# right_barrel_shifter_flat

Fig. 1: right_barrel_shifter_flat, M3 wires
Drawn at 4 px/um. Cells faint in the background.
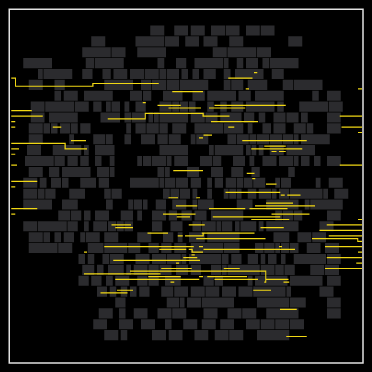

## config.mk

```make
export PLATFORM = sky130hd
export DESIGN_NAME = right_barrel_shifter_flat
export DESIGN_NICKNAME = d
export VERILOG_FILES = /design/src/rtl/right_barrel_shifter_if.sv /design/src/rtl/right_barrel_shifter.sv /design/src/flat_wrapper.sv
export SDC_FILE = /design/constraint.sdc
export NUM_CORES = 1
export LEC_CHECK = 0
export CORE_MARGIN = 3
export CORE_UTILIZATION = 46
export DETAILED_ROUTE_END_ITERATION = 8
export PLACE_DENSITY = 0.81
export SETUP_SLACK_MARGIN = 0.2
export SKIP_LAST_GASP = 1
export SLEW_MARGIN = 20
export SYNTH_ARGS = -nofsm -noshare
export SYNTH_HDL_FRONTEND = slang
export SYNTH_SLANG_ARGS = --single-unit
```

## constraint.sdc

```tcl
create_clock -name clock -period 3.6 [get_ports clock]
set_clock_uncertainty 0.05 [all_clocks]
set_input_delay 0.72 -clock clock [delete_from_list [all_inputs] [get_ports clock]]
set_output_delay 0.72 -clock clock [all_outputs]
set_load 0.005 [all_outputs]
```

## src/rtl/right_barrel_shifter_if.sv

```systemverilog
// Operand/result bundle for the registered right barrel shifter.
// RIGHT_BARREL_SHIFTER_ROTATE_EN adds the ctrl_rotate control line.
interface right_barrel_shifter_if #(
    parameter int DATA_WIDTH  = 32,
    parameter int SHAMT_WIDTH = 5
);
    logic                   in_valid;
    logic [DATA_WIDTH-1:0]  data_operandA;
    logic [SHAMT_WIDTH-1:0] ctrl_shiftamt;
    logic                   ctrl_arith;
    logic [DATA_WIDTH-1:0]  data_result;
    logic                   out_valid;
`ifdef RIGHT_BARREL_SHIFTER_ROTATE_EN
    logic                   ctrl_rotate;

    modport master (
        output in_valid, data_operandA, ctrl_shiftamt,
        output ctrl_arith, ctrl_rotate,
        input  data_result, out_valid
    );
    modport slave (
        input  in_valid, data_operandA, ctrl_shiftamt,
        input  ctrl_arith, ctrl_rotate,
        output data_result, out_valid
    );
`else
    modport master (
        output in_valid, data_operandA, ctrl_shiftamt, ctrl_arith,
        input  data_result, out_valid
    );
    modport slave (
        input  in_valid, data_operandA, ctrl_shiftamt, ctrl_arith,
        output data_result, out_valid
    );
`endif
endinterface

```

## src/rtl/right_barrel_shifter.sv

```systemverilog
// Registered 32-bit right barrel shifter (logical/arithmetic) for MultDiv.
// RIGHT_BARREL_SHIFTER_ROTATE_EN adds rotate-right via ctrl_rotate.
module right_barrel_shifter #(
    parameter int DATA_WIDTH  = 32,
    parameter int SHAMT_WIDTH = 5
) (
    input  logic                 clock,
    input  logic                 reset_n,
    right_barrel_shifter_if.slave bus
);
    logic [SHAMT_WIDTH-1:0] amt;
    logic                   fill;
    logic                   rot;
    logic [DATA_WIDTH-1:0]  shifted;
    logic [DATA_WIDTH-1:0]  result_q;
    logic                   valid_q;

    assign amt  = bus.ctrl_shiftamt;
    assign fill = bus.ctrl_arith & bus.data_operandA[DATA_WIDTH-1];

`ifdef RIGHT_BARREL_SHIFTER_ROTATE_EN
    assign rot = bus.ctrl_rotate;
`else
    assign rot = 1'b0;
`endif

    // Each stage inserts either the fill bit or the bits it pushed out.
    always_comb begin
        shifted = bus.data_operandA;
        if (amt[4])
            shifted = {rot ? shifted[15:0] : {16{fill}},
                       shifted[DATA_WIDTH-1:16]};
        if (amt[3])
            shifted = {rot ? shifted[7:0] : {8{fill}},
                       shifted[DATA_WIDTH-1:8]};
        if (amt[2])
            shifted = {rot ? shifted[3:0] : {4{fill}},
                       shifted[DATA_WIDTH-1:4]};
        if (amt[1])
            shifted = {rot ? shifted[1:0] : {2{fill}},
                       shifted[DATA_WIDTH-1:2]};
        if (amt[0])
            shifted = {rot ? shifted[0] : fill,
                       shifted[DATA_WIDTH-1:1]};
    end

    always_ff @(posedge clock) begin
        if (!reset_n) begin
            result_q <= '0;
            valid_q  <= 1'b0;
        end else begin
            valid_q <= bus.in_valid;
            if (bus.in_valid)
                result_q <= shifted;
        end
    end

    assign bus.data_result = result_q;
    assign bus.out_valid   = valid_q;
endmodule

```

## src/flat_wrapper.sv

```systemverilog
// flat-port wrapper written by rule: the top's interface ports become plain ports
module right_barrel_shifter_flat 
#(
    parameter int DATA_WIDTH  = 32,
    parameter int SHAMT_WIDTH = 5
)
  (clock, reset_n, bus_in_valid, bus_data_operandA, bus_ctrl_shiftamt, bus_ctrl_arith, bus_data_result, bus_out_valid);
  right_barrel_shifter_if #(.DATA_WIDTH(DATA_WIDTH), .SHAMT_WIDTH(SHAMT_WIDTH)) bus_i ();
  input  logic clock;
  input  logic reset_n;
  input wire logic [$bits(bus_i.in_valid)-1:0] bus_in_valid;
  input wire logic [$bits(bus_i.data_operandA)-1:0] bus_data_operandA;
  input wire logic [$bits(bus_i.ctrl_shiftamt)-1:0] bus_ctrl_shiftamt;
  input wire logic [$bits(bus_i.ctrl_arith)-1:0] bus_ctrl_arith;
  output wire logic [$bits(bus_i.data_result)-1:0] bus_data_result;
  output wire logic [$bits(bus_i.out_valid)-1:0] bus_out_valid;
  assign bus_i.in_valid = bus_in_valid;
  assign bus_i.data_operandA = bus_data_operandA;
  assign bus_i.ctrl_shiftamt = bus_ctrl_shiftamt;
  assign bus_i.ctrl_arith = bus_ctrl_arith;
  assign bus_data_result = bus_i.data_result;
  assign bus_out_valid = bus_i.out_valid;
  right_barrel_shifter #(.DATA_WIDTH(DATA_WIDTH), .SHAMT_WIDTH(SHAMT_WIDTH)) u_core (.clock(clock), .reset_n(reset_n), .bus(bus_i));
endmodule
```

# rr_onehot_arbiter_flat

### src/rtl/rr_onehot_arbiter_pkg.sv
// Shared constants and types for the round-robin one-hot arbiter.
package rr_arb_pkg;
    localparam int N     = 8;
    localparam int PTR_W = 3;

    typedef logic [N-1:0]     req_vec_t;
    typedef logic [PTR_W-1:0] ptr_t;

    typedef enum logic {
        IDLE = 1'b0,
        BUSY = 1'b1
    } arb_state_t;
endpackage

### src/rtl/rr_onehot_arbiter_if.sv
// Request/grant bundle between arbiter (master) and its requesters/consumer (slave).
// The ovf signal exists only when RR_OVF_FLAG_EN is defined.
interface rr_onehot_arbiter_if;
    import rr_arb_pkg::*;

    logic     en;
    req_vec_t req;
    req_vec_t grant;
    logic     grant_vld;
    logic     grant_rdy;
    req_vec_t pending;
`ifdef RR_OVF_FLAG_EN
    logic     ovf;

    modport master (input en, req, grant_rdy, output grant, grant_vld, pending, ovf);
    modport slave  (output en, req, grant_rdy, input grant, grant_vld, pending, ovf);
`else
    modport master (input en, req, grant_rdy, output grant, grant_vld, pending);
    modport slave  (output en, req, grant_rdy, input grant, grant_vld, pending);
`endif
endinterface

### src/rtl/rr_onehot_arbiter_pick.sv
// Rotating find-first-set over the pending vector starting at i_ptr; purely combinational.
// No state and no backpressure; o_onehot is zero when o_any is low.
module rr_pick
    import rr_arb_pkg::*;
(
    input  req_vec_t i_pend,
    input  ptr_t     i_ptr,
    output req_vec_t o_onehot,
    output ptr_t     o_idx,
    output logic     o_any
);
    always_comb begin
        ptr_t v_idx;
        v_idx    = '0;
        o_onehot = '0;
        o_idx    = '0;
        o_any    = 1'b0;
        // Index arithmetic wraps in 3 bits, giving Ptr..7 then 0..Ptr-1.
        for (int k = 0; k < N; k++) begin
            v_idx = i_ptr + ptr_t'(k);
            if (!o_any && i_pend[v_idx]) begin
                o_any           = 1'b1;
                o_idx           = v_idx;
                o_onehot[v_idx] = 1'b1;
            end
        end
    end
endmodule

### src/rtl/rr_onehot_arbiter.sv
// Round-robin arbiter issuing registered one-hot grants; first grant one edge after Pending sets, then one per cycle.
// Grant holds while grant_rdy is low; optional sticky overflow flag under RR_OVF_FLAG_EN.
module rr_onehot_arbiter
    import rr_arb_pkg::*;
(
    input  logic                 i_clk,
    input  logic                 i_rst_n,
    rr_onehot_arbiter_if.master  io_bus
);
    arb_state_t r_state, w_state_nxt;
    req_vec_t   r_grant, w_grant_nxt;
    req_vec_t   r_pending;
    ptr_t       r_ptr, w_ptr_nxt;
    ptr_t       r_gidx, w_gidx_nxt;

    logic       w_fire;
    req_vec_t   w_acc;
    req_vec_t   w_pend_rem;
    ptr_t       w_gidx_inc;
    ptr_t       w_pick_ptr;
    req_vec_t   w_pick_oh;
    ptr_t       w_pick_idx;
    logic       w_pick_any;

    assign w_fire     = (r_state == BUSY) && io_bus.grant_rdy;
    assign w_acc      = w_fire ? r_grant : '0;
    assign w_pend_rem = r_pending & ~w_acc;
    assign w_gidx_inc = r_gidx + ptr_t'(1);
    // On acceptance the follow-on grant is searched with the already-advanced pointer.
    assign w_pick_ptr = w_fire ? w_gidx_inc : r_ptr;

    rr_pick u_pick (
        .i_pend   (w_pend_rem),
        .i_ptr    (w_pick_ptr),
        .o_onehot (w_pick_oh),
        .o_idx    (w_pick_idx),
        .o_any    (w_pick_any)
    );

    always_ff @(posedge i_clk or negedge i_rst_n) begin
        if (!i_rst_n) begin
            r_state <= IDLE;
        end else begin
            r_state <= w_state_nxt;
        end
    end

    always_comb begin
        w_state_nxt = r_state;
        w_grant_nxt = r_grant;
        w_gidx_nxt  = r_gidx;
        w_ptr_nxt   = r_ptr;
        case (r_state)
            IDLE: begin
                if (io_bus.en && w_pick_any) begin
                    w_state_nxt = BUSY;
                    w_grant_nxt = w_pick_oh;
                    w_gidx_nxt  = w_pick_idx;
                end
            end
            BUSY: begin
                if (w_fire) begin
                    w_ptr_nxt = w_gidx_inc;
                    if (io_bus.en && w_pick_any) begin
                        w_grant_nxt = w_pick_oh;
                        w_gidx_nxt  = w_pick_idx;
                    end else begin
                        w_state_nxt = IDLE;
                        w_grant_nxt = '0;
                    end
                end
            end
            default: begin
                w_state_nxt = IDLE;
                w_grant_nxt = '0;
            end
        endcase
    end

    always_ff @(posedge i_clk or negedge i_rst_n) begin
        if (!i_rst_n) begin
            r_grant   <= '0;
            r_gidx    <= '0;
            r_ptr     <= '0;
            r_pending <= '0;
        end else begin
            r_grant   <= w_grant_nxt;
            r_gidx    <= w_gidx_nxt;
            r_ptr     <= w_ptr_nxt;
            r_pending <= w_pend_rem | io_bus.req;
        end
    end

    assign io_bus.grant     = r_grant;
    assign io_bus.grant_vld = (r_state == BUSY);
    assign io_bus.pending   = r_pending;

`ifdef RR_OVF_FLAG_EN
    logic r_ovf;

    // A request merging into a still-pending, unaccepted bit is lost.
    always_ff @(posedge i_clk or negedge i_rst_n) begin
        if (!i_rst_n) begin
            r_ovf <= 1'b0;
        end else if (|(io_bus.req & w_pend_rem)) begin
            r_ovf <= 1'b1;
        end
    end

    assign io_bus.ovf = r_ovf;
`endif
endmodule

### src/flat_wrapper.sv
// flat-port wrapper written by rule: the top's interface ports become plain ports
module rr_onehot_arbiter_flat import rr_arb_pkg::*;
  (i_clk, i_rst_n, io_bus_en, io_bus_req, io_bus_grant_rdy, io_bus_grant, io_bus_grant_vld, io_bus_pending);
  rr_onehot_arbiter_if io_bus_i ();
  input  logic i_clk;
  input  logic i_rst_n;
  input wire logic [$bits(io_bus_i.en)-1:0] io_bus_en;
  input wire logic [$bits(io_bus_i.req)-1:0] io_bus_req;
  input wire logic [$bits(io_bus_i.grant_rdy)-1:0] io_bus_grant_rdy;
  output wire logic [$bits(io_bus_i.grant)-1:0] io_bus_grant;
  output wire logic [$bits(io_bus_i.grant_vld)-1:0] io_bus_grant_vld;
  output wire logic [$bits(io_bus_i.pending)-1:0] io_bus_pending;
  assign io_bus_i.en = io_bus_en;
  assign io_bus_i.req = io_bus_req;
  assign io_bus_i.grant_rdy = io_bus_grant_rdy;
  assign io_bus_grant = io_bus_i.grant;
  assign io_bus_grant_vld = io_bus_i.grant_vld;
  assign io_bus_pending = io_bus_i.pending;
  rr_onehot_arbiter u_core (.i_clk(i_clk), .i_rst_n(i_rst_n), .io_bus(io_bus_i));
endmodule
### config.mk
export PLATFORM = sky130hd
export DESIGN_NAME = rr_onehot_arbiter_flat
export DESIGN_NICKNAME = d
export VERILOG_FILES = /design/src/rtl/rr_onehot_arbiter_pkg.sv /design/src/rtl/rr_onehot_arbiter_if.sv /design/src/rtl/rr_onehot_arbiter_pick.sv /design/src/rtl/rr_onehot_arbiter.sv /design/src/flat_wrapper.sv
export SDC_FILE = /design/constraint.sdc
export NUM_CORES = 1
export LEC_CHECK = 0
export ABC_AREA = 1
export CAP_MARGIN = 20
export CORE_MARGIN = 2
export CORE_UTILIZATION = 30
export DETAILED_ROUTE_END_ITERATION = 6
export PLACE_DENSITY = 0.52
export SKIP_CTS_REPAIR_TIMING = 1
export SYNTH_ARGS = -nofsm -noshare
export SYNTH_HDL_FRONTEND = slang
export SYNTH_HIERARCHICAL = 1
export SYNTH_SLANG_ARGS = --single-unit
### constraint.sdc
create_clock -name i_clk -period 4.7 [get_ports i_clk]
set_clock_uncertainty 0.15 [all_clocks]
set_input_delay 0.705 -clock i_clk [delete_from_list [all_inputs] [get_ports i_clk]]
set_output_delay 0.705 -clock i_clk [all_outputs]
set_load 0.005 [all_outputs]

==> notes/layouts.md <==
Pictures saved along the way, in no particular order.

Clock wiring as the flow saved it.
panel A
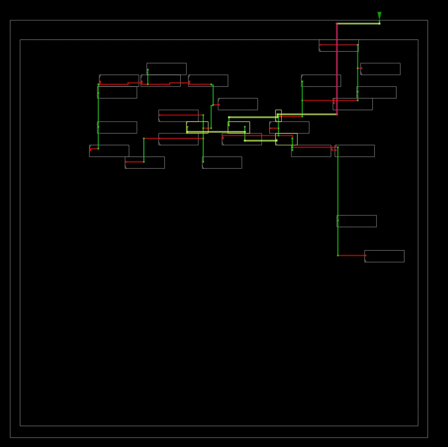
panel B
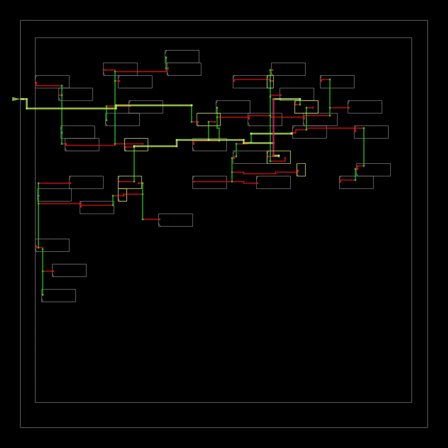
| from | picture |
|---|---|
| right_barrel_shifter_flat | panel B |
| rr_onehot_arbiter_flat | panel A |
- most sequential cells: panel B

Fig. 2: right_barrel_shifter_flat, cell classes on the final placement
Drawn at 3 px/um.
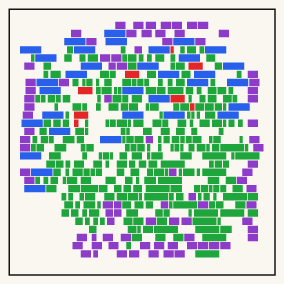
purple -> other buffers and delay cells  # cells 84, share of their area 21%
red -> clock drivers and dummy loads  # cells 8, share of their area 2.2%
blue -> flops  # cells 33, share of their area 17%
green -> combinational and other logic  # cells 283, share of their area 59%

## Picture notes: Fig. 1
wire length on this layer = 725 um
share of all routed wire = 7.3%
nets with wire on the layer = 72

==> notes.md, right_barrel_shifter_flat <==
Latest figures from synthesis and place and route.

The number of vias per cell after detailed routing is 6.70. The critical path goes through clkdlybuf4s50_1, clkinv_1, nor2_1, a22o_1, nor2_1, a221oi_1. The library cells used most frequently in the layout, excluding fill and tap cells, are sky130_fd_sc_hd__clkdlybuf4s50_1 (71), sky130_fd_sc_hd__dfxtp_1 (33), sky130_fd_sc_hd__o21ai_0 (32). The total half-perimeter wirelength after legalization and detailed placement is 7390 um. Per the detail_route log, met2 wirelength is 4890 um. On the final layout, the worst hold slack is 436 ps. Counting endpoints that fail hold in the final report gives 0. The synth_stat.txt file lists the number of cells as 353. The flow ran to the end, and the final reports show no timing, DRC or antenna violations.

The first global-routing pass estimated 16100 um of wire. The count of buffers added on input and output ports is 73. The commonest cells after synthesis are sky130_fd_sc_hd__dfxtp_1 (33), sky130_fd_sc_hd__o21ai_0 (32), sky130_fd_sc_hd__mux2i_1 (28). In the synthesized netlist, the dominant kind of combinational cell is AND-OR/OR-AND gates. The cell type group with the largest total delay on the critical path is buffers and inverters. The clock latency on the worst-skew pair is 290 ps. The area of the multi-input gates is 2180 um^2. Setup repair after global routing left no endpoint under its margin.

The maximum level of the CTS H-tree is 2. The layout-stage area growth over the synthesis result is 25.0%. Per the synthesis report, the adder-cell share of the synthesized area is 0%. The number of nets still failing antenna checks after routing is 0. Counting the inverters off the clock network in the layout gives 13. The number of inserted diodes is 0.
right_barrel_shifter_flat: worst min-delay path, stage by stage, from the launching register on:
cell,delay (ps)
sky130_fd_sc_hd__dfxtp_1,310
sky130_fd_sc_hd__nand2b_1,60
sky130_fd_sc_hd__a21boi_0,70
right_barrel_shifter_flat: registers in the layout, summed over array words and instances (netlist names):
name	cells
u_core.bus.data_result	32
u_core.bus.out_valid	1
right_barrel_shifter_flat: report_power, final:
group	leakage, nW	internal (mW)	switching, mW
combinational	1.14	0.221	0.226
clock	0.0450	0.134	0.141
sequential	0.273	0.395	0.0155
Fig. 3: rr_onehot_arbiter_flat, clock wires, drivers and flops
Drawn at 4 px/um.
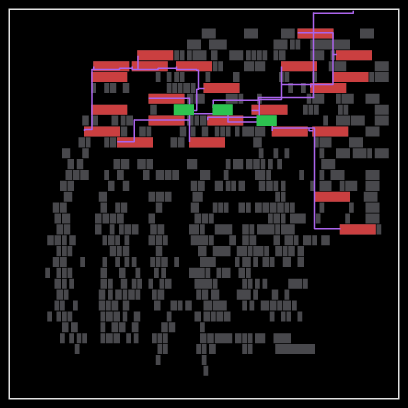
purple -> clock wires  # length 313 um
green -> clock drivers  # count 3
red -> flip-flops  # count 23
routed clock nets = 4

==> notes.md, rr_onehot_arbiter_flat <==
Latest figures from synthesis and place and route.

The flow ran to the end, and the final reports show no timing, DRC or antenna violations. The type of element capturing the critical path is a register. The cell area reported after detailed placement is 2910 um^2. The flop share of the area is 19.3%. Synthesis inferred 23 register bits. The area of the multi-input gates is 1620 um^2. The maximum fanout count along the critical path is 12. In this run the mean area of a mapped cell was 6.06 um^2.

The root buffer cell chosen for the clock tree is sky130_fd_sc_hd__clkbuf_8. The initial antenna violation count is 0. Once routing completed, OpenROAD measured the worst setup slack at 508 ps. The clock passes through at most 2 buffers. The global placement routability congestion is 0.889.

The filler cells instantiated in the layout total 946. In the CTS report, the clock slew at the register clock pins of the worst setup and hold paths is listed as 80 ps. Per the final timing report, the hold violations number 0. By instance count after routing, the leading logic cell types are sky130_fd_sc_hd__nand3_1 (105), sky130_fd_sc_hd__nand2_1 (100), sky130_fd_sc_hd__inv_1 (51).
[rr_onehot_arbiter_flat: where the power goes]
part | internal, mW | switching [mW] | total (mW)
sequential | 0.250 | 0.0495 | 0.300
combinational | 0.490 | 1.16 | 1.64
clock | 0.0605 | 0.0630 | 0.123
total | 0.801 | 1.27 | 2.07
[rr_onehot_arbiter_flat: layer usage]
layer / GRT usage (%) / up-vias / share of wire [%]
li1: - / 1432 / -
met1: 24.3 / 1304 / 47
met2: 28.6 / 74 / 47
met3: 2.17 / 12 / 4.0
met4: 3.79 / 0 / 1.7
met5: 0 / - / 0

# wb_stage_pipe_flat

Fig. 4: wb_stage_pipe_flat, port wiring
Drawn at 2 px/um.
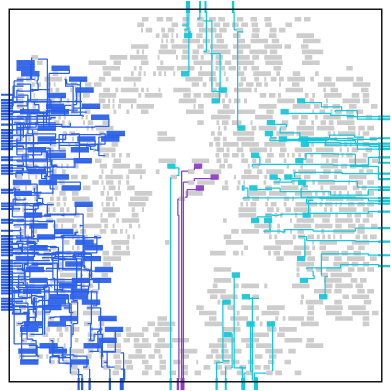

### src/rtl/wb_stage_pipe_if.sv
// MEM -> WB bundle: MEM-stage results going in, register-file write port coming out.
interface wb_stage_pipe_if #(
   parameter int XLEN = 32
);
   logic            valid_mem;
   logic [XLEN-1:0] mem_read_data_mem;
   logic [XLEN-1:0] alu_result_mem;
   logic [XLEN-1:0] pc_plus4_mem;
   logic [XLEN-1:0] csr_rdata_mem;
   logic [4:0]      rd_mem;
   logic            Reg_write_mem;
   logic [1:0]      Result_src_mem;
   logic [2:0]      funct3_mem;

   logic [XLEN-1:0] wb_data;
   logic [4:0]      wb_rd;
   logic            wb_we;
   logic            wb_valid;

   // MEM stage side: produces results, observes the write port
   modport master (
      output valid_mem, mem_read_data_mem, alu_result_mem, pc_plus4_mem,
             csr_rdata_mem, rd_mem, Reg_write_mem, Result_src_mem, funct3_mem,
      input  wb_data, wb_rd, wb_we, wb_valid
   );

   // WB stage side: consumes results, drives the write port
   modport slave (
      input  valid_mem, mem_read_data_mem, alu_result_mem, pc_plus4_mem,
             csr_rdata_mem, rd_mem, Reg_write_mem, Result_src_mem, funct3_mem,
      output wb_data, wb_rd, wb_we, wb_valid
   );
endinterface

### src/rtl/wb_stage_pipe.sv
// MEM/WB pipeline register fused with writeback: load extraction, result
// selection, register-file write port and retired-instruction counter.
module wb_stage_pipe #(
   parameter int XLEN       = 32,
   parameter int CNT_W      = 64,
   parameter bit ZERO_GUARD = 1'b1
) (
   input  logic             clk,
   input  logic             rst,
   input  logic             stall,
   input  logic             flush,
   wb_stage_pipe_if.slave   bus,
   output logic [CNT_W-1:0] instret
);

   localparam int OFF_W = (XLEN == 64) ? 3 : 2;

   logic            valid_q;
   logic            regwrite_q;
   logic [4:0]      rd_q;
   logic [1:0]      src_q;
   logic [2:0]      f3_q;
   logic [XLEN-1:0] data_q;
   logic [XLEN-1:0] alu_q;
   logic [XLEN-1:0] pc4_q;
   logic [XLEN-1:0] csr_q;

   logic [OFF_W-1:0] off;
   logic [XLEN-1:0]  lane;
   logic [XLEN-1:0]  load_val;
   logic [XLEN-1:0]  result;

   // Pipeline register: stall holds everything, flush only kills valid/regwrite
   always_ff @(posedge clk or posedge rst) begin
      if (rst) begin
         valid_q    <= 1'b0;
         regwrite_q <= 1'b0;
         rd_q       <= '0;
         src_q      <= '0;
         f3_q       <= '0;
         data_q     <= '0;
         alu_q      <= '0;
         pc4_q      <= '0;
         csr_q      <= '0;
      end else if (!stall) begin
         if (flush) begin
            valid_q    <= 1'b0;
            regwrite_q <= 1'b0;
         end else begin
            valid_q    <= bus.valid_mem;
            regwrite_q <= bus.Reg_write_mem;
            rd_q       <= bus.rd_mem;
            src_q      <= bus.Result_src_mem;
            f3_q       <= bus.funct3_mem;
            data_q     <= bus.mem_read_data_mem;
            alu_q      <= bus.alu_result_mem;
            pc4_q      <= bus.pc_plus4_mem;
            csr_q      <= bus.csr_rdata_mem;
         end
      end
   end

   // Retire counter: an instruction retires when it leaves WB unstalled
   always_ff @(posedge clk or posedge rst) begin
      if (rst) begin
         instret <= '0;
      end else if (valid_q && !stall) begin
         instret <= instret + CNT_W'(1);
      end
   end

   // Load extraction: shift the addressed lane down, then size/sign-extend
   always_comb begin
      off  = alu_q[OFF_W-1:0];
      lane = data_q >> {off, 3'b000};
      load_val = data_q;
      case (f3_q)
         3'b000: load_val = XLEN'($signed(lane[7:0]));
         3'b100: load_val = XLEN'(lane[7:0]);
         3'b001: load_val = XLEN'($signed(lane[15:0]));
         3'b101: load_val = XLEN'(lane[15:0]);
         3'b010: load_val = XLEN'($signed(lane[31:0]));
         3'b110: if (XLEN == 64) load_val = XLEN'(lane[31:0]);
         3'b011: if (XLEN == 64) load_val = lane;
         default: load_val = data_q;
      endcase
   end

   // Result source selection
   always_comb begin
      result = alu_q;
      case (src_q)
         2'b00: result = alu_q;
         2'b01: result = load_val;
         2'b10: result = pc4_q;
         2'b11: result = csr_q;
         default: result = alu_q;
      endcase
   end

   assign bus.wb_data  = result;
   assign bus.wb_rd    = rd_q;
   assign bus.wb_valid = valid_q;
   assign bus.wb_we    = valid_q & regwrite_q & ~(ZERO_GUARD & (rd_q == 5'd0));

endmodule
### src/flat_wrapper.sv
// flat-port wrapper written by rule: the top's interface ports become plain ports
module wb_stage_pipe_flat 
#(
   parameter int XLEN       = 32,
   parameter int CNT_W      = 64,
   parameter bit ZERO_GUARD = 1'b1
)
  (clk, rst, stall, flush, instret, bus_valid_mem, bus_mem_read_data_mem, bus_alu_result_mem, bus_pc_plus4_mem, bus_csr_rdata_mem, bus_rd_mem, bus_Reg_write_mem, bus_Result_src_mem, bus_funct3_mem, bus_wb_data, bus_wb_rd, bus_wb_we, bus_wb_valid);
  wb_stage_pipe_if #(.XLEN(XLEN)) bus_i ();
  input  logic clk;
  input  logic rst;
  input  logic stall;
  input  logic flush;
  output logic [CNT_W-1:0] instret;
  input wire logic [$bits(bus_i.valid_mem)-1:0] bus_valid_mem;
  input wire logic [$bits(bus_i.mem_read_data_mem)-1:0] bus_mem_read_data_mem;
  input wire logic [$bits(bus_i.alu_result_mem)-1:0] bus_alu_result_mem;
  input wire logic [$bits(bus_i.pc_plus4_mem)-1:0] bus_pc_plus4_mem;
  input wire logic [$bits(bus_i.csr_rdata_mem)-1:0] bus_csr_rdata_mem;
  input wire logic [$bits(bus_i.rd_mem)-1:0] bus_rd_mem;
  input wire logic [$bits(bus_i.Reg_write_mem)-1:0] bus_Reg_write_mem;
  input wire logic [$bits(bus_i.Result_src_mem)-1:0] bus_Result_src_mem;
  input wire logic [$bits(bus_i.funct3_mem)-1:0] bus_funct3_mem;
  output wire logic [$bits(bus_i.wb_data)-1:0] bus_wb_data;
  output wire logic [$bits(bus_i.wb_rd)-1:0] bus_wb_rd;
  output wire logic [$bits(bus_i.wb_we)-1:0] bus_wb_we;
  output wire logic [$bits(bus_i.wb_valid)-1:0] bus_wb_valid;
  assign bus_i.valid_mem = bus_valid_mem;
  assign bus_i.mem_read_data_mem = bus_mem_read_data_mem;
  assign bus_i.alu_result_mem = bus_alu_result_mem;
  assign bus_i.pc_plus4_mem = bus_pc_plus4_mem;
  assign bus_i.csr_rdata_mem = bus_csr_rdata_mem;
  assign bus_i.rd_mem = bus_rd_mem;
  assign bus_i.Reg_write_mem = bus_Reg_write_mem;
  assign bus_i.Result_src_mem = bus_Result_src_mem;
  assign bus_i.funct3_mem = bus_funct3_mem;
  assign bus_wb_data = bus_i.wb_data;
  assign bus_wb_rd = bus_i.wb_rd;
  assign bus_wb_we = bus_i.wb_we;
  assign bus_wb_valid = bus_i.wb_valid;
  wb_stage_pipe #(.XLEN(XLEN), .CNT_W(CNT_W), .ZERO_GUARD(ZERO_GUARD)) u_core (.clk(clk), .rst(rst), .stall(stall), .flush(flush), .bus(bus_i), .instret(instret));
endmodule
### config.mk
export PLATFORM = sky130hd
export DESIGN_NAME = wb_stage_pipe_flat
export DESIGN_NICKNAME = d
export VERILOG_FILES = /design/src/rtl/wb_stage_pipe_if.sv /design/src/rtl/wb_stage_pipe.sv /design/src/flat_wrapper.sv
export SDC_FILE = /design/constraint.sdc
export NUM_CORES = 1
export LEC_CHECK = 0
export CELL_PAD_IN_SITES_DETAIL_PLACEMENT = 1
export CELL_PAD_IN_SITES_GLOBAL_PLACEMENT = 2
export CORE_UTILIZATION = 29
export CTS_CLUSTER_SIZE = 30
export DETAILED_ROUTE_END_ITERATION = 16
export PLACE_DENSITY = 0.86
export SYNTH_ARGS = -nofsm -noshare
export SYNTH_HDL_FRONTEND = slang
export SYNTH_SLANG_ARGS = --single-unit
### constraint.sdc
create_clock -name clk -period 7.48 [get_ports clk]
set_input_delay 1.496 -clock clk [delete_from_list [all_inputs] [get_ports clk]]
set_output_delay 1.496 -clock clk [all_outputs]
set_load 0.02 [all_outputs]
# mem_port_arbiter

==> src/rtl/mem_port_arbiter.sv <==
// Shares the single memory port between instruction fetch and load/store data.
// Define MEM_ARB_ROUND_ROBIN_EN for alternating priority on ties; the default gives data priority over fetch.
module mem_port_arbiter #(
    parameter int ADDR_W = 32,
    parameter int DATA_W = 32
) (
    input  logic              clk,
    input  logic              reset,
    input  logic              i_req,
    input  logic [ADDR_W-1:0] i_addr,
    output logic              i_ack,
    output logic [DATA_W-1:0] i_rdata,
    input  logic              d_req,
    input  logic              d_we,
    input  logic [ADDR_W-1:0] d_addr,
    input  logic [DATA_W-1:0] d_wdata,
    output logic              d_ack,
    output logic [DATA_W-1:0] d_rdata,
    output logic              mem_req,
    output logic              mem_we,
    output logic [ADDR_W-1:0] mem_addr,
    output logic [DATA_W-1:0] mem_wdata,
    input  logic [DATA_W-1:0] mem_rdata,
    input  logic              mem_ready
);

    localparam logic [1:0] ST_IDLE   = 2'd0;
    localparam logic [1:0] ST_BUSY_I = 2'd1;
    localparam logic [1:0] ST_BUSY_D = 2'd2;

    logic [1:0]        state_q, state_d;
    logic              mem_req_q, mem_req_d;
    logic              mem_we_q, mem_we_d;
    logic [ADDR_W-1:0] mem_addr_q, mem_addr_d;
    logic [DATA_W-1:0] mem_wdata_q, mem_wdata_d;
    logic              i_ack_q, i_ack_d;
    logic              d_ack_q, d_ack_d;
    logic [DATA_W-1:0] i_rdata_q, i_rdata_d;
    logic [DATA_W-1:0] d_rdata_q, d_rdata_d;
    logic              i_elig, d_elig, d_win;

`ifdef MEM_ARB_ROUND_ROBIN_EN
    // 1 = data was granted last, 0 = fetch was granted last
    logic last_grant_q, last_grant_d;
`endif

    always_comb begin
        state_d     = state_q;
        mem_req_d   = mem_req_q;
        mem_we_d    = mem_we_q;
        mem_addr_d  = mem_addr_q;
        mem_wdata_d = mem_wdata_q;
        i_rdata_d   = i_rdata_q;
        d_rdata_d   = d_rdata_q;
        i_ack_d     = 1'b0;
        d_ack_d     = 1'b0;
        // A requester still holding req in its ack cycle must not be granted again
        d_elig      = d_req && !d_ack_q;
        i_elig      = i_req && !i_ack_q;
`ifdef MEM_ARB_ROUND_ROBIN_EN
        last_grant_d = last_grant_q;
        d_win        = d_elig && (!i_elig || !last_grant_q);
`else
        d_win        = d_elig;
`endif
        case (state_q)
            ST_IDLE: begin
                if (d_win) begin
                    state_d     = ST_BUSY_D;
                    mem_req_d   = 1'b1;
                    mem_we_d    = d_we;
                    mem_addr_d  = d_addr;
                    mem_wdata_d = d_wdata;
`ifdef MEM_ARB_ROUND_ROBIN_EN
                    last_grant_d = 1'b1;
`endif
                end else if (i_elig) begin
                    state_d    = ST_BUSY_I;
                    mem_req_d  = 1'b1;
                    mem_we_d   = 1'b0;
                    mem_addr_d = i_addr;
`ifdef MEM_ARB_ROUND_ROBIN_EN
                    last_grant_d = 1'b0;
`endif
                end
            end
            ST_BUSY_I: begin
                if (mem_ready) begin
                    state_d   = ST_IDLE;
                    mem_req_d = 1'b0;
                    mem_we_d  = 1'b0;
                    i_ack_d   = 1'b1;
                    i_rdata_d = mem_rdata;
                end
            end
            ST_BUSY_D: begin
                if (mem_ready) begin
                    state_d   = ST_IDLE;
                    mem_req_d = 1'b0;
                    mem_we_d  = 1'b0;
                    d_ack_d   = 1'b1;
                    if (!mem_we_q) begin
                        d_rdata_d = mem_rdata;
                    end
                end
            end
            default: state_d = ST_IDLE;
        endcase
    end

    always_ff @(posedge clk or posedge reset) begin
        if (reset) begin
            state_q     <= ST_IDLE;
            mem_req_q   <= 1'b0;
            mem_we_q    <= 1'b0;
            mem_addr_q  <= '0;
            mem_wdata_q <= '0;
            i_ack_q     <= 1'b0;
            d_ack_q     <= 1'b0;
            i_rdata_q   <= '0;
            d_rdata_q   <= '0;
`ifdef MEM_ARB_ROUND_ROBIN_EN
            last_grant_q <= 1'b0;
`endif
        end else begin
            state_q     <= state_d;
            mem_req_q   <= mem_req_d;
            mem_we_q    <= mem_we_d;
            mem_addr_q  <= mem_addr_d;
            mem_wdata_q <= mem_wdata_d;
            i_ack_q     <= i_ack_d;
            d_ack_q     <= d_ack_d;
            i_rdata_q   <= i_rdata_d;
            d_rdata_q   <= d_rdata_d;
`ifdef MEM_ARB_ROUND_ROBIN_EN
            last_grant_q <= last_grant_d;
`endif
        end
    end

    assign mem_req   = mem_req_q;
    assign mem_we    = mem_we_q;
    assign mem_addr  = mem_addr_q;
    assign mem_wdata = mem_wdata_q;
    assign i_ack     = i_ack_q;
    assign d_ack     = d_ack_q;
    assign i_rdata   = i_rdata_q;
    assign d_rdata   = d_rdata_q;

endmodule

==> config.mk <==
export PLATFORM = sky130hd
export DESIGN_NAME = mem_port_arbiter
export DESIGN_NICKNAME = d
export VERILOG_FILES = /design/src/rtl/mem_port_arbiter.sv
export SDC_FILE = /design/constraint.sdc
export NUM_CORES = 1
export LEC_CHECK = 0
export CORE_MARGIN = 2
export CORE_UTILIZATION = 45
export DETAILED_ROUTE_END_ITERATION = 10
export PLACE_DENSITY = 0.87
export SYNTH_ARGS = -nofsm -noshare
export SYNTH_HDL_FRONTEND = slang
export SYNTH_SLANG_ARGS = --single-unit
==> constraint.sdc <==
create_clock -name clk -period 8 [get_ports clk]
set_clock_uncertainty 0.15 [all_clocks]
set_input_delay 1.6 -clock clk [delete_from_list [all_inputs] [get_ports clk]]
set_output_delay 1.6 -clock clk [all_outputs]
set_load 0.1 [all_outputs]
Fig. 5: wb_stage_pipe_flat, clock wires, drivers and flops
Drawn at 2 px/um.
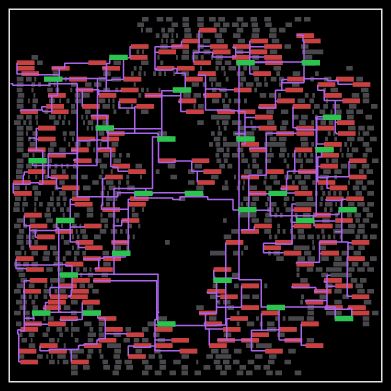
green -> clock drivers  # count 26
red -> flip-flops  # count 204
purple -> clock wires  # length 3260 um
routed clock nets = 27
flops lie = spread over the die

About Fig. 4:
cyan -> bus_mem_read_data_mem  # bits 32, direction input, edge 20 east, 7 south, 5 north, end cells 32, buffers 32, wire 1740 um
purple -> bus_funct3_mem  # bits 3, direction input, edge south, end cells 3, buffers 3, wire 329 um
blue -> instret  # bits 64, direction output, edge 58 west, 6 south, end cells 64, buffers 64, wire 3680 um

==> notes.md, wb_stage_pipe_flat <==
Latest figures from synthesis and place and route.

The routed wirelength on the met1 layer is recorded as 13100 um. The top layer reached by signal wires is met5. The endpoint required time on the critical path is 5980 ps. The x dimension of the die is 186 um. The detailed placer reported the number of placed instances as 1495. Max-cap violations in this run came to 0. The number of buffers other than clock buffers in the final layout is 252. In this run the core area contains 66 standard-cell rows. Yosys reported a register bit count of 204.

The number of clock sinks came to 204. Once layout is complete, the cells apart from fillers number 1542. The met3 layer wire length in the routed design is 3130 um.

In the CTS report, the clock slew at the register clock pins of the worst setup and hold paths is listed as 60 ps. In the final layout, flip-flops and latches take up 37.5% of the cell area. The flow ran to the end, and the final reports show no timing, DRC or antenna violations. Counting flops with an async set or reset pin after synthesis yields a share of 100%. Per the post-synthesis stats, the area per cell is 11.5 um^2.

The buffer_ports step reported a buffer count of 246. The delay contributed by the slowest stage of the critical path is 1040 ps. The fraction of met2 tracks used by global routing is 31.8%. The total negative setup slack is 0 ps.

The number of global-route vias before repair is 8376. Setup repair after global routing left no endpoint under its margin. At the pin with the least slew margin, the transition time is 1360 ps.

The pre-placement core utilization is 29.7%. Leaving out fill and tap cells, the most frequent cells in the layout are sky130_fd_sc_hd__clkdlybuf4s50_1 (246), sky130_fd_sc_hd__dfrtp_1 (202), sky130_fd_sc_hd__mux2_2 (123). Global routing finished with a remaining overflow of 0. The fraction of area in multi-input gates is 32.0%. The fraction of synthesized area in multiplexers is 18.1%. Detailed routing inserted a total of 7668 vias. The gate count after technology mapping is 852. The slowest cell on the critical path is sky130_fd_sc_hd__nor3_1.

The classification of the worst setup path is register to output port. Counting both buffers and inverters, the worst setup path holds a total of 1.
-- wb_stage_pipe_flat: path summary, 6_finish.rpt --
check                                 endpoint  slack [ps]                from  cells past startpoint
setup reg to reg            u_core.instret[60]        4670   u_core.instret[0]                      6
setup / recovery               bus_wb_data[16]        1820     u_core.alu_q[1]                      5
min in group asynchronous  u_core.bus.wb_rd[4]        1410                 rst                      2
hold / removal              u_core.instret[63]         480  u_core.instret[63]                      1
hold reg to reg             u_core.instret[63]         480  u_core.instret[63]                      1
max in group asynchronous     u_core.alu_q[21]        4690                 rst                      3
Fig. 6: mem_port_arbiter, clock wires, drivers and flops
Drawn at 4 px/um.
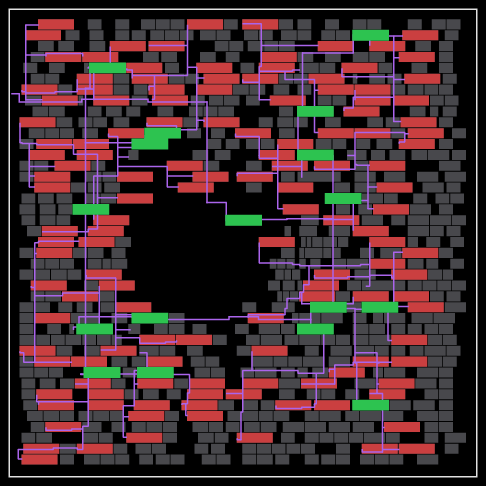
purple -> clock wires  # length 1610 um
green -> clock drivers  # count 17
red -> flip-flops  # count 134
routed clock nets = 18

==> notes.md, mem_port_arbiter <==
Latest figures from synthesis and place and route.

The number of nets still failing antenna checks after routing is 0. The largest non-sequential cell family by area is multiplexers. The flow ran to the end, and the final reports show no timing, DRC or antenna violations.

In the final layout, multi-input gates take up 24.1% of the cell area. Sorting the synthesized cells by area gives the leading types as sky130_fd_sc_hd__dfrtp_1 (59%), sky130_fd_sc_hd__mux2_2 (21%), sky130_fd_sc_hd__mux2_4 (14%). Ranked by instance count, the synthesized netlist is headed by sky130_fd_sc_hd__dfrtp_1 (134), sky130_fd_sc_hd__mux2_2 (107), sky130_fd_sc_hd__mux2_4 (52). In this run, synthesis produced a sequential element count of 134. The clock-pin slew of the registers on the worst-case setup and hold paths is 60 ps. The hold violation count in the final report is 0. The synthesized netlist occupies a cell area of 5690 um^2. The sequential area share after synthesis is 58.9%.

The post-placement cell count is 767. The CTS tree is yes. The x dimension of the die is 116 um. The number of cells upsized or downsized after cts is 0. The number of global-route vias before repair came to 4227. STA puts the critical path data required time at 8150 ps. The footprint of the flip-flops and latches is 3350 um^2. The plain and repair buffers instantiated in the layout total 271.
mem_port_arbiter: metal layers:
metal  vias up  part of all wire [%]  global-route usage [%]
met1      1960                    37                    24.6
met3        17                   8.1                    7.27
li1       1750                     -                       -
met2       157                    53                    38.6
met5         -                     0                       0
met4         0                   1.7                    8.33
mem_port_arbiter: kinds of logic after synthesis:
group / Yosys count
DFF: 134
and+or+nand+nor: 14
buffers and inverters: 23
muxes: 160
adders and majority gates: 3
AOI/OAI and AO/OA: 8

# console_key_injector

`config.mk`:
```
export PLATFORM = sky130hd
export DESIGN_NAME = console_key_injector
export DESIGN_NICKNAME = d
export VERILOG_FILES = /design/src/rtl/console_key_injector.sv
export SDC_FILE = /design/constraint.sdc
export NUM_CORES = 1
export LEC_CHECK = 0
export ABC_AREA = 1
export CORE_ASPECT_RATIO = 0.5
export CORE_MARGIN = 1
export CORE_UTILIZATION = 40
export CTS_CLUSTER_SIZE = 40
export DETAILED_ROUTE_END_ITERATION = 8
export PLACE_DENSITY = 0.66
export SYNTH_ARGS = -nofsm -noshare
export SYNTH_HDL_FRONTEND = slang
export SYNTH_SLANG_ARGS = --single-unit
```
`constraint.sdc`:
```
create_clock -name clk -period 2.6 [get_ports clk]
set_input_delay 0.26 -clock clk [delete_from_list [all_inputs] [get_ports clk]]
set_output_delay 0.26 -clock clk [all_outputs]
set_load 0.05 [all_outputs]
```
`src/rtl/console_key_injector.sv`:
```
// console_key_injector
//
// Buffers command bytes from the command-file reader in a small FIFO and
// replays them into the console receive path as single-cycle key strobes.
// Each strobe waits for the console to be ready and is followed by a fixed
// idle gap. Nothing is drained until machine time reaches the boot threshold.
//
// Parameters:
//   DEPTH       FIFO entries (power of two, >= 2)
//   GAP_CYCLES  idle cycles after every key strobe (0 allowed)
//   CNT_W       width of the dropped-byte counter
//
// Ports:
//   clk, rst         clock and synchronous active-high reset
//   i_wr, i_data     byte write from the command-file reader
//   i_flush          discard buffered bytes and abort any injection
//   i_consf_en       console busy (0 = console can take a key)
//   i_mtime          machine time
//   i_min_time       boot-complete threshold
//   o_we, o_key      registered one-cycle key strobe and key byte
//   o_full, o_level  registered FIFO full flag and occupancy
//   o_busy           FIFO not empty or injection in progress
//   o_ovf            sticky overflow flag
//   o_drop_cnt       saturating count of bytes dropped while full

module console_key_injector #(
  parameter int unsigned DEPTH      = 16,
  parameter int unsigned GAP_CYCLES = 64,
  parameter int unsigned CNT_W      = 8
) (
  input  logic                     clk,
  input  logic                     rst,
  input  logic                     i_wr,
  input  logic [7:0]               i_data,
  input  logic                     i_flush,
  input  logic                     i_consf_en,
  input  logic [63:0]              i_mtime,
  input  logic [63:0]              i_min_time,
  output logic                     o_we,
  output logic [7:0]               o_key,
  output logic                     o_full,
  output logic [$clog2(DEPTH):0]   o_level,
  output logic                     o_busy,
  output logic                     o_ovf,
  output logic [CNT_W-1:0]         o_drop_cnt
);

  localparam int unsigned AW = $clog2(DEPTH);
  localparam int unsigned GW = (GAP_CYCLES > 1) ? $clog2(GAP_CYCLES) : 1;
  localparam logic [AW:0] DepthL = (AW + 1)'(DEPTH);
  localparam logic [GW-1:0] GapLoad = GW'(GAP_CYCLES - 1);
  localparam bit GapZero = (GAP_CYCLES == 0);

  typedef enum logic [1:0] {
    StIdle,
    StWaitRdy,
    StSend,
    StGap
  } state_e;

  state_e state_q, state_d;

  logic [GW-1:0]    gap_q, gap_d;
  logic [AW:0]      wr_ptr_q, wr_ptr_d;
  logic [AW:0]      rd_ptr_q, rd_ptr_d;
  logic [AW:0]      level_q, level_d;
  logic             full_q, full_d;
  logic             we_q, we_d;
  logic [7:0]       key_q, key_d;
  logic             ovf_q, ovf_d;
  logic [CNT_W-1:0] drop_cnt_q, drop_cnt_d;
  logic             boot_done_q, boot_done_d;

  logic [7:0] mem_q [DEPTH];

  logic empty;
  logic pop;
  logic wr_ok;
  logic drop;

  assign empty = (level_q == '0);

  // Fullness is the registered value, so a write landing in a pop cycle while
  // full is still dropped. Flush swallows any same-cycle write silently.
  assign wr_ok = i_wr && !full_q && !i_flush;
  assign drop  = i_wr &&  full_q && !i_flush;

  // Injection FSM
  always_comb begin
    state_d = state_q;
    gap_d   = gap_q;
    pop     = 1'b0;
    unique case (state_q)
      StIdle: begin
        if (boot_done_q && !empty) state_d = StWaitRdy;
      end
      StWaitRdy: begin
        if (!i_consf_en) state_d = StSend;
      end
      StSend: begin
        pop = 1'b1;
        if (GapZero) begin
          state_d = StIdle;
        end else begin
          state_d = StGap;
          gap_d   = GapLoad;
        end
      end
      StGap: begin
        if (gap_q == '0) state_d = StIdle;
        else             gap_d   = gap_q - GW'(1);
      end
      default: state_d = StIdle;
    endcase
    if (i_flush) begin
      state_d = StIdle;
      gap_d   = '0;
      pop     = 1'b0;
    end
  end

  // FIFO bookkeeping, strobe outputs and status
  always_comb begin
    wr_ptr_d    = wr_ptr_q;
    rd_ptr_d    = rd_ptr_q;
    level_d     = level_q;
    key_d       = key_q;
    we_d        = pop;
    ovf_d       = ovf_q | drop;
    drop_cnt_d  = drop_cnt_q;
    boot_done_d = boot_done_q | (i_mtime >= i_min_time);

    if (wr_ok) wr_ptr_d = wr_ptr_q + (AW + 1)'(1);
    if (pop) begin
      rd_ptr_d = rd_ptr_q + (AW + 1)'(1);
      key_d    = mem_q[rd_ptr_q[AW-1:0]];
    end

    unique case ({wr_ok, pop})
      2'b10:   level_d = level_q + (AW + 1)'(1);
      2'b01:   level_d = level_q - (AW + 1)'(1);
      default: level_d = level_q;
    endcase

    if (i_flush) begin
      wr_ptr_d = '0;
      rd_ptr_d = '0;
      level_d  = '0;
    end

    if (drop && (drop_cnt_q != {CNT_W{1'b1}})) drop_cnt_d = drop_cnt_q + CNT_W'(1);

    full_d = (level_d == DepthL);
  end

  always_ff @(posedge clk) begin
    if (rst) begin
      state_q     <= StIdle;
      gap_q       <= '0;
      wr_ptr_q    <= '0;
      rd_ptr_q    <= '0;
      level_q     <= '0;
      full_q      <= 1'b0;
      we_q        <= 1'b0;
      key_q       <= '0;
      ovf_q       <= 1'b0;
      drop_cnt_q  <= '0;
      boot_done_q <= 1'b0;
    end else begin
      state_q     <= state_d;
      gap_q       <= gap_d;
      wr_ptr_q    <= wr_ptr_d;
      rd_ptr_q    <= rd_ptr_d;
      level_q     <= level_d;
      full_q      <= full_d;
      we_q        <= we_d;
      key_q       <= key_d;
      ovf_q       <= ovf_d;
      drop_cnt_q  <= drop_cnt_d;
      boot_done_q <= boot_done_d;
    end
  end

  // Storage is not reset; only pointers define validity.
  always_ff @(posedge clk) begin
    if (!rst && wr_ok) mem_q[wr_ptr_q[AW-1:0]] <= i_data;
  end

  assign o_we       = we_q;
  assign o_key      = key_q;
  assign o_full     = full_q;
  assign o_level    = level_q;
  assign o_busy     = (state_q != StIdle) || !empty;
  assign o_ovf      = ovf_q;
  assign o_drop_cnt = drop_cnt_q;

endmodule

```
Fig. 7: console_key_injector, port wiring
Drawn at 3 px/um.
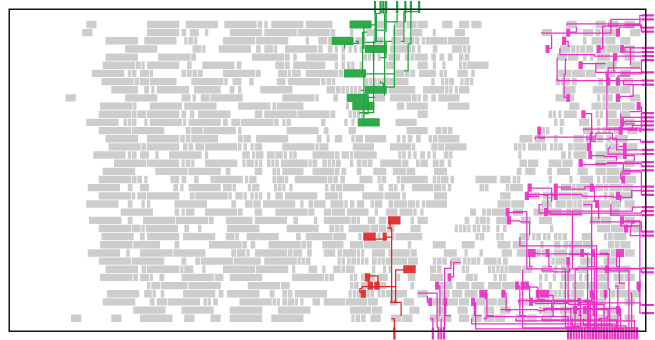
red -> i_flush  # bits 1, direction input, edge south, end cells 8, buffers 3, wire 89.6 um
green -> o_key  # bits 8, direction output, edge north, end cells 8, buffers 8, wire 258 um
magenta -> i_min_time  # bits 64, direction input, edge 34 east, 30 south, end cells 64, buffers 64, wire 2060 um

Fig. 8: console_key_injector, cell classes on the final placement
Drawn at 1.5 px/um.
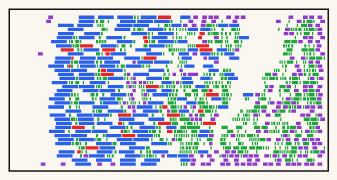
purple -> other buffers and delay cells  # cells 200, share of their area 17%
blue -> flops  # cells 169, share of their area 42%
green -> combinational and other logic  # cells 721, share of their area 36%
red -> clock drivers and dummy loads  # cells 32, share of their area 5.0%

==> layer usage <==
| metal | global-route usage, % | part of all wire, % | wire [um] | up-vias |
|---|---|---|---|---|
| met5 | 0 | 0 | 0 | - |
| met1 | 25.6 | 42 | 9560 | 3330 |
| met4 | 6.06 | 1.4 | 322 | 0 |
| met3 | 5.77 | 8.2 | 1880 | 27 |
| met2 | 36.9 | 49 | 11200 | 246 |
| li1 | - | - | - | 3532 |
==> notes.md <==
Latest figures from synthesis and place and route.

The run finished with clean final reports. Per the post-CTS timing run, clock transition at the registers of the reported paths is 60 ps. The yosys synthesis warning count is 0. Compared with the post-synthesis result, the final layout area differs by 30.7%. The cell type group with the largest total delay on the critical path is adder cells. The post-route total power is 6.07 mW. Looking at the max-slew report, the worst-margin pin has a slew of 646 ps.

The count of nets left with antenna violations once routing finished came out at 0. The most common cell after layout, fill and taps aside is sky130_fd_sc_hd__clkdlybuf4s50_1. The classification of the worst setup path is register to register. The total clock network power is 2.40 mW. The clock buffer count in the final layout is 17. Buffers placed on the I/O ports in this run total 165. The timing report gives the worst reg2reg path a setup slack of 280 ps. The stage logs contain a warning count of 34. The clock tree has to reach 169 sinks. The path depth of the worst reg2reg path is 16.

Prior to clock tree synthesis, the placed netlist has a worst setup slack of -82.1 ps. Per the synth stats, the flop cell with the highest instance count is sky130_fd_sc_hd__edfxtp_1. Looking at the gate-level netlist, the highest instance count belongs to sky130_fd_sc_hd__nor2_1.

The startpoint of the tightest hold check path is o_ovf. The slowest cell on the critical path is sky130_fd_sc_hd__fa_1. The aggregate global routing overflow is 0.

The leading area contributor after synthesis is sky130_fd_sc_hd__edfxtp_1. Clock latency on the worst-skew pair, taken at its later pin, is 430 ps. Counting endpoints that fail hold in the final report gives 0.

The maximum fanout count along the critical path is 5. The sum of buffers and inverters on the critical path is 5. The script computed the net switching share of total power as 25.0%.

Per the layout area report, the register area comes to 4670 um^2. The cell area reported after detailed placement is 10900 um^2. The endpoint required time on the critical path is 2960 ps.

Leaving out fill and tap cells, the most frequent cells in the layout are sky130_fd_sc_hd__clkdlybuf4s50_1 (165), sky130_fd_sc_hd__nor2_1 (146), sky130_fd_sc_hd__edfxtp_1 (128). The cell sequence reported for the critical path is inv_1, ha_2, inv_1, nor2_4, ha_4, inv_1, fa_1, inv_1, a21oi_1, o21ai_1, inv_1, nand2_1, nand3_1, nand2_1, nand2_1, nor3_2. The pin count of the biggest net entering global routing is 67. The detailed router finished its first iteration with 567 violations. Final hold analysis gives a worst-case slack of 459 ps.

The data arrival time of the worst path is 2680 ps. In this run, post-CTS repair resized a total of 0 instances. The endpoint of the lowest-slack register-to-register path is o_full. The fraction of area in multi-input gates is 30.4%. The number of nets produced by synthesis is 1141.

The final timing summary puts the cycle share of the worst path at 89.3%. Per the Yosys statistics, synthesis produced 918 cells. The total negative setup slack is 0 ps. By count the netlist is led by sky130_fd_sc_hd__nor2_1 (146), sky130_fd_sc_hd__edfxtp_1 (128), sky130_fd_sc_hd__inv_1 (126). Fill cells in the final layout number 1840. The worst-case hold path end point is o_ovf. Per the detailed-route log, wirelength across all metal layers totals 23000 um. The gate count after technology mapping is 918. TritonCTS built the clock tree. The minimum clock period is 2320 ps. The die height is 107 um. The report lists the number of standard-cell rows as 37.

The power report attributes to the combinational group a share of 12.1%. In the final layout, the share of cells above drive strength 1 is 7.40%. The area fraction in full adders, half adders and majority gates is 11.8%.

The net count reported at finish is 1332. The worst setup path is captured at a register. The cell area that synthesis handed to floorplanning was 8790 um^2. For this run, the share of the core covered by cells in the final layout is 54.7%. The reported sequential group power is 2.93 mW. The layout has 131 inverters outside the clock class.

The fraction of synthesized cell area taken by the top area cell type is 43.7%. The layout contains a multi-input combinational cell count of 590. The portion of synthesized area spent on multiplexers is 0%. Max-slew check failures listed in the final report amount to 0. The leakage power is 4.65 nW. The initial antenna violation count is 0.


==> notes/layouts.md <==
Pictures saved along the way, in no particular order.

Cell classes on the final placement.
picture 1
Drawn at 3 px/um.
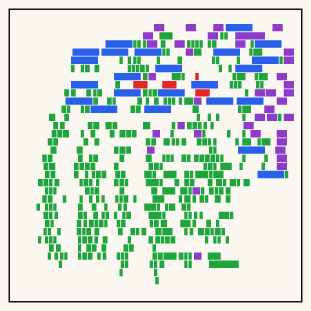
picture 2
Drawn at 2 px/um.
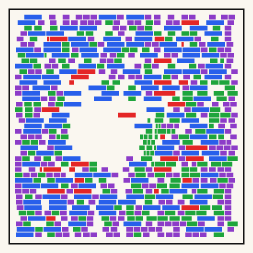
picture 3
Drawn at 1.5 px/um.
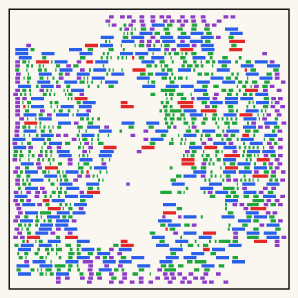
Of these, most sequential cells: picture 3
- picture 3 = wb_stage_pipe_flat
- picture 2 = mem_port_arbiter
- picture 1 = rr_onehot_arbiter_flat

Power figures rest on the tool's default switching activity, not on a simulated workload.
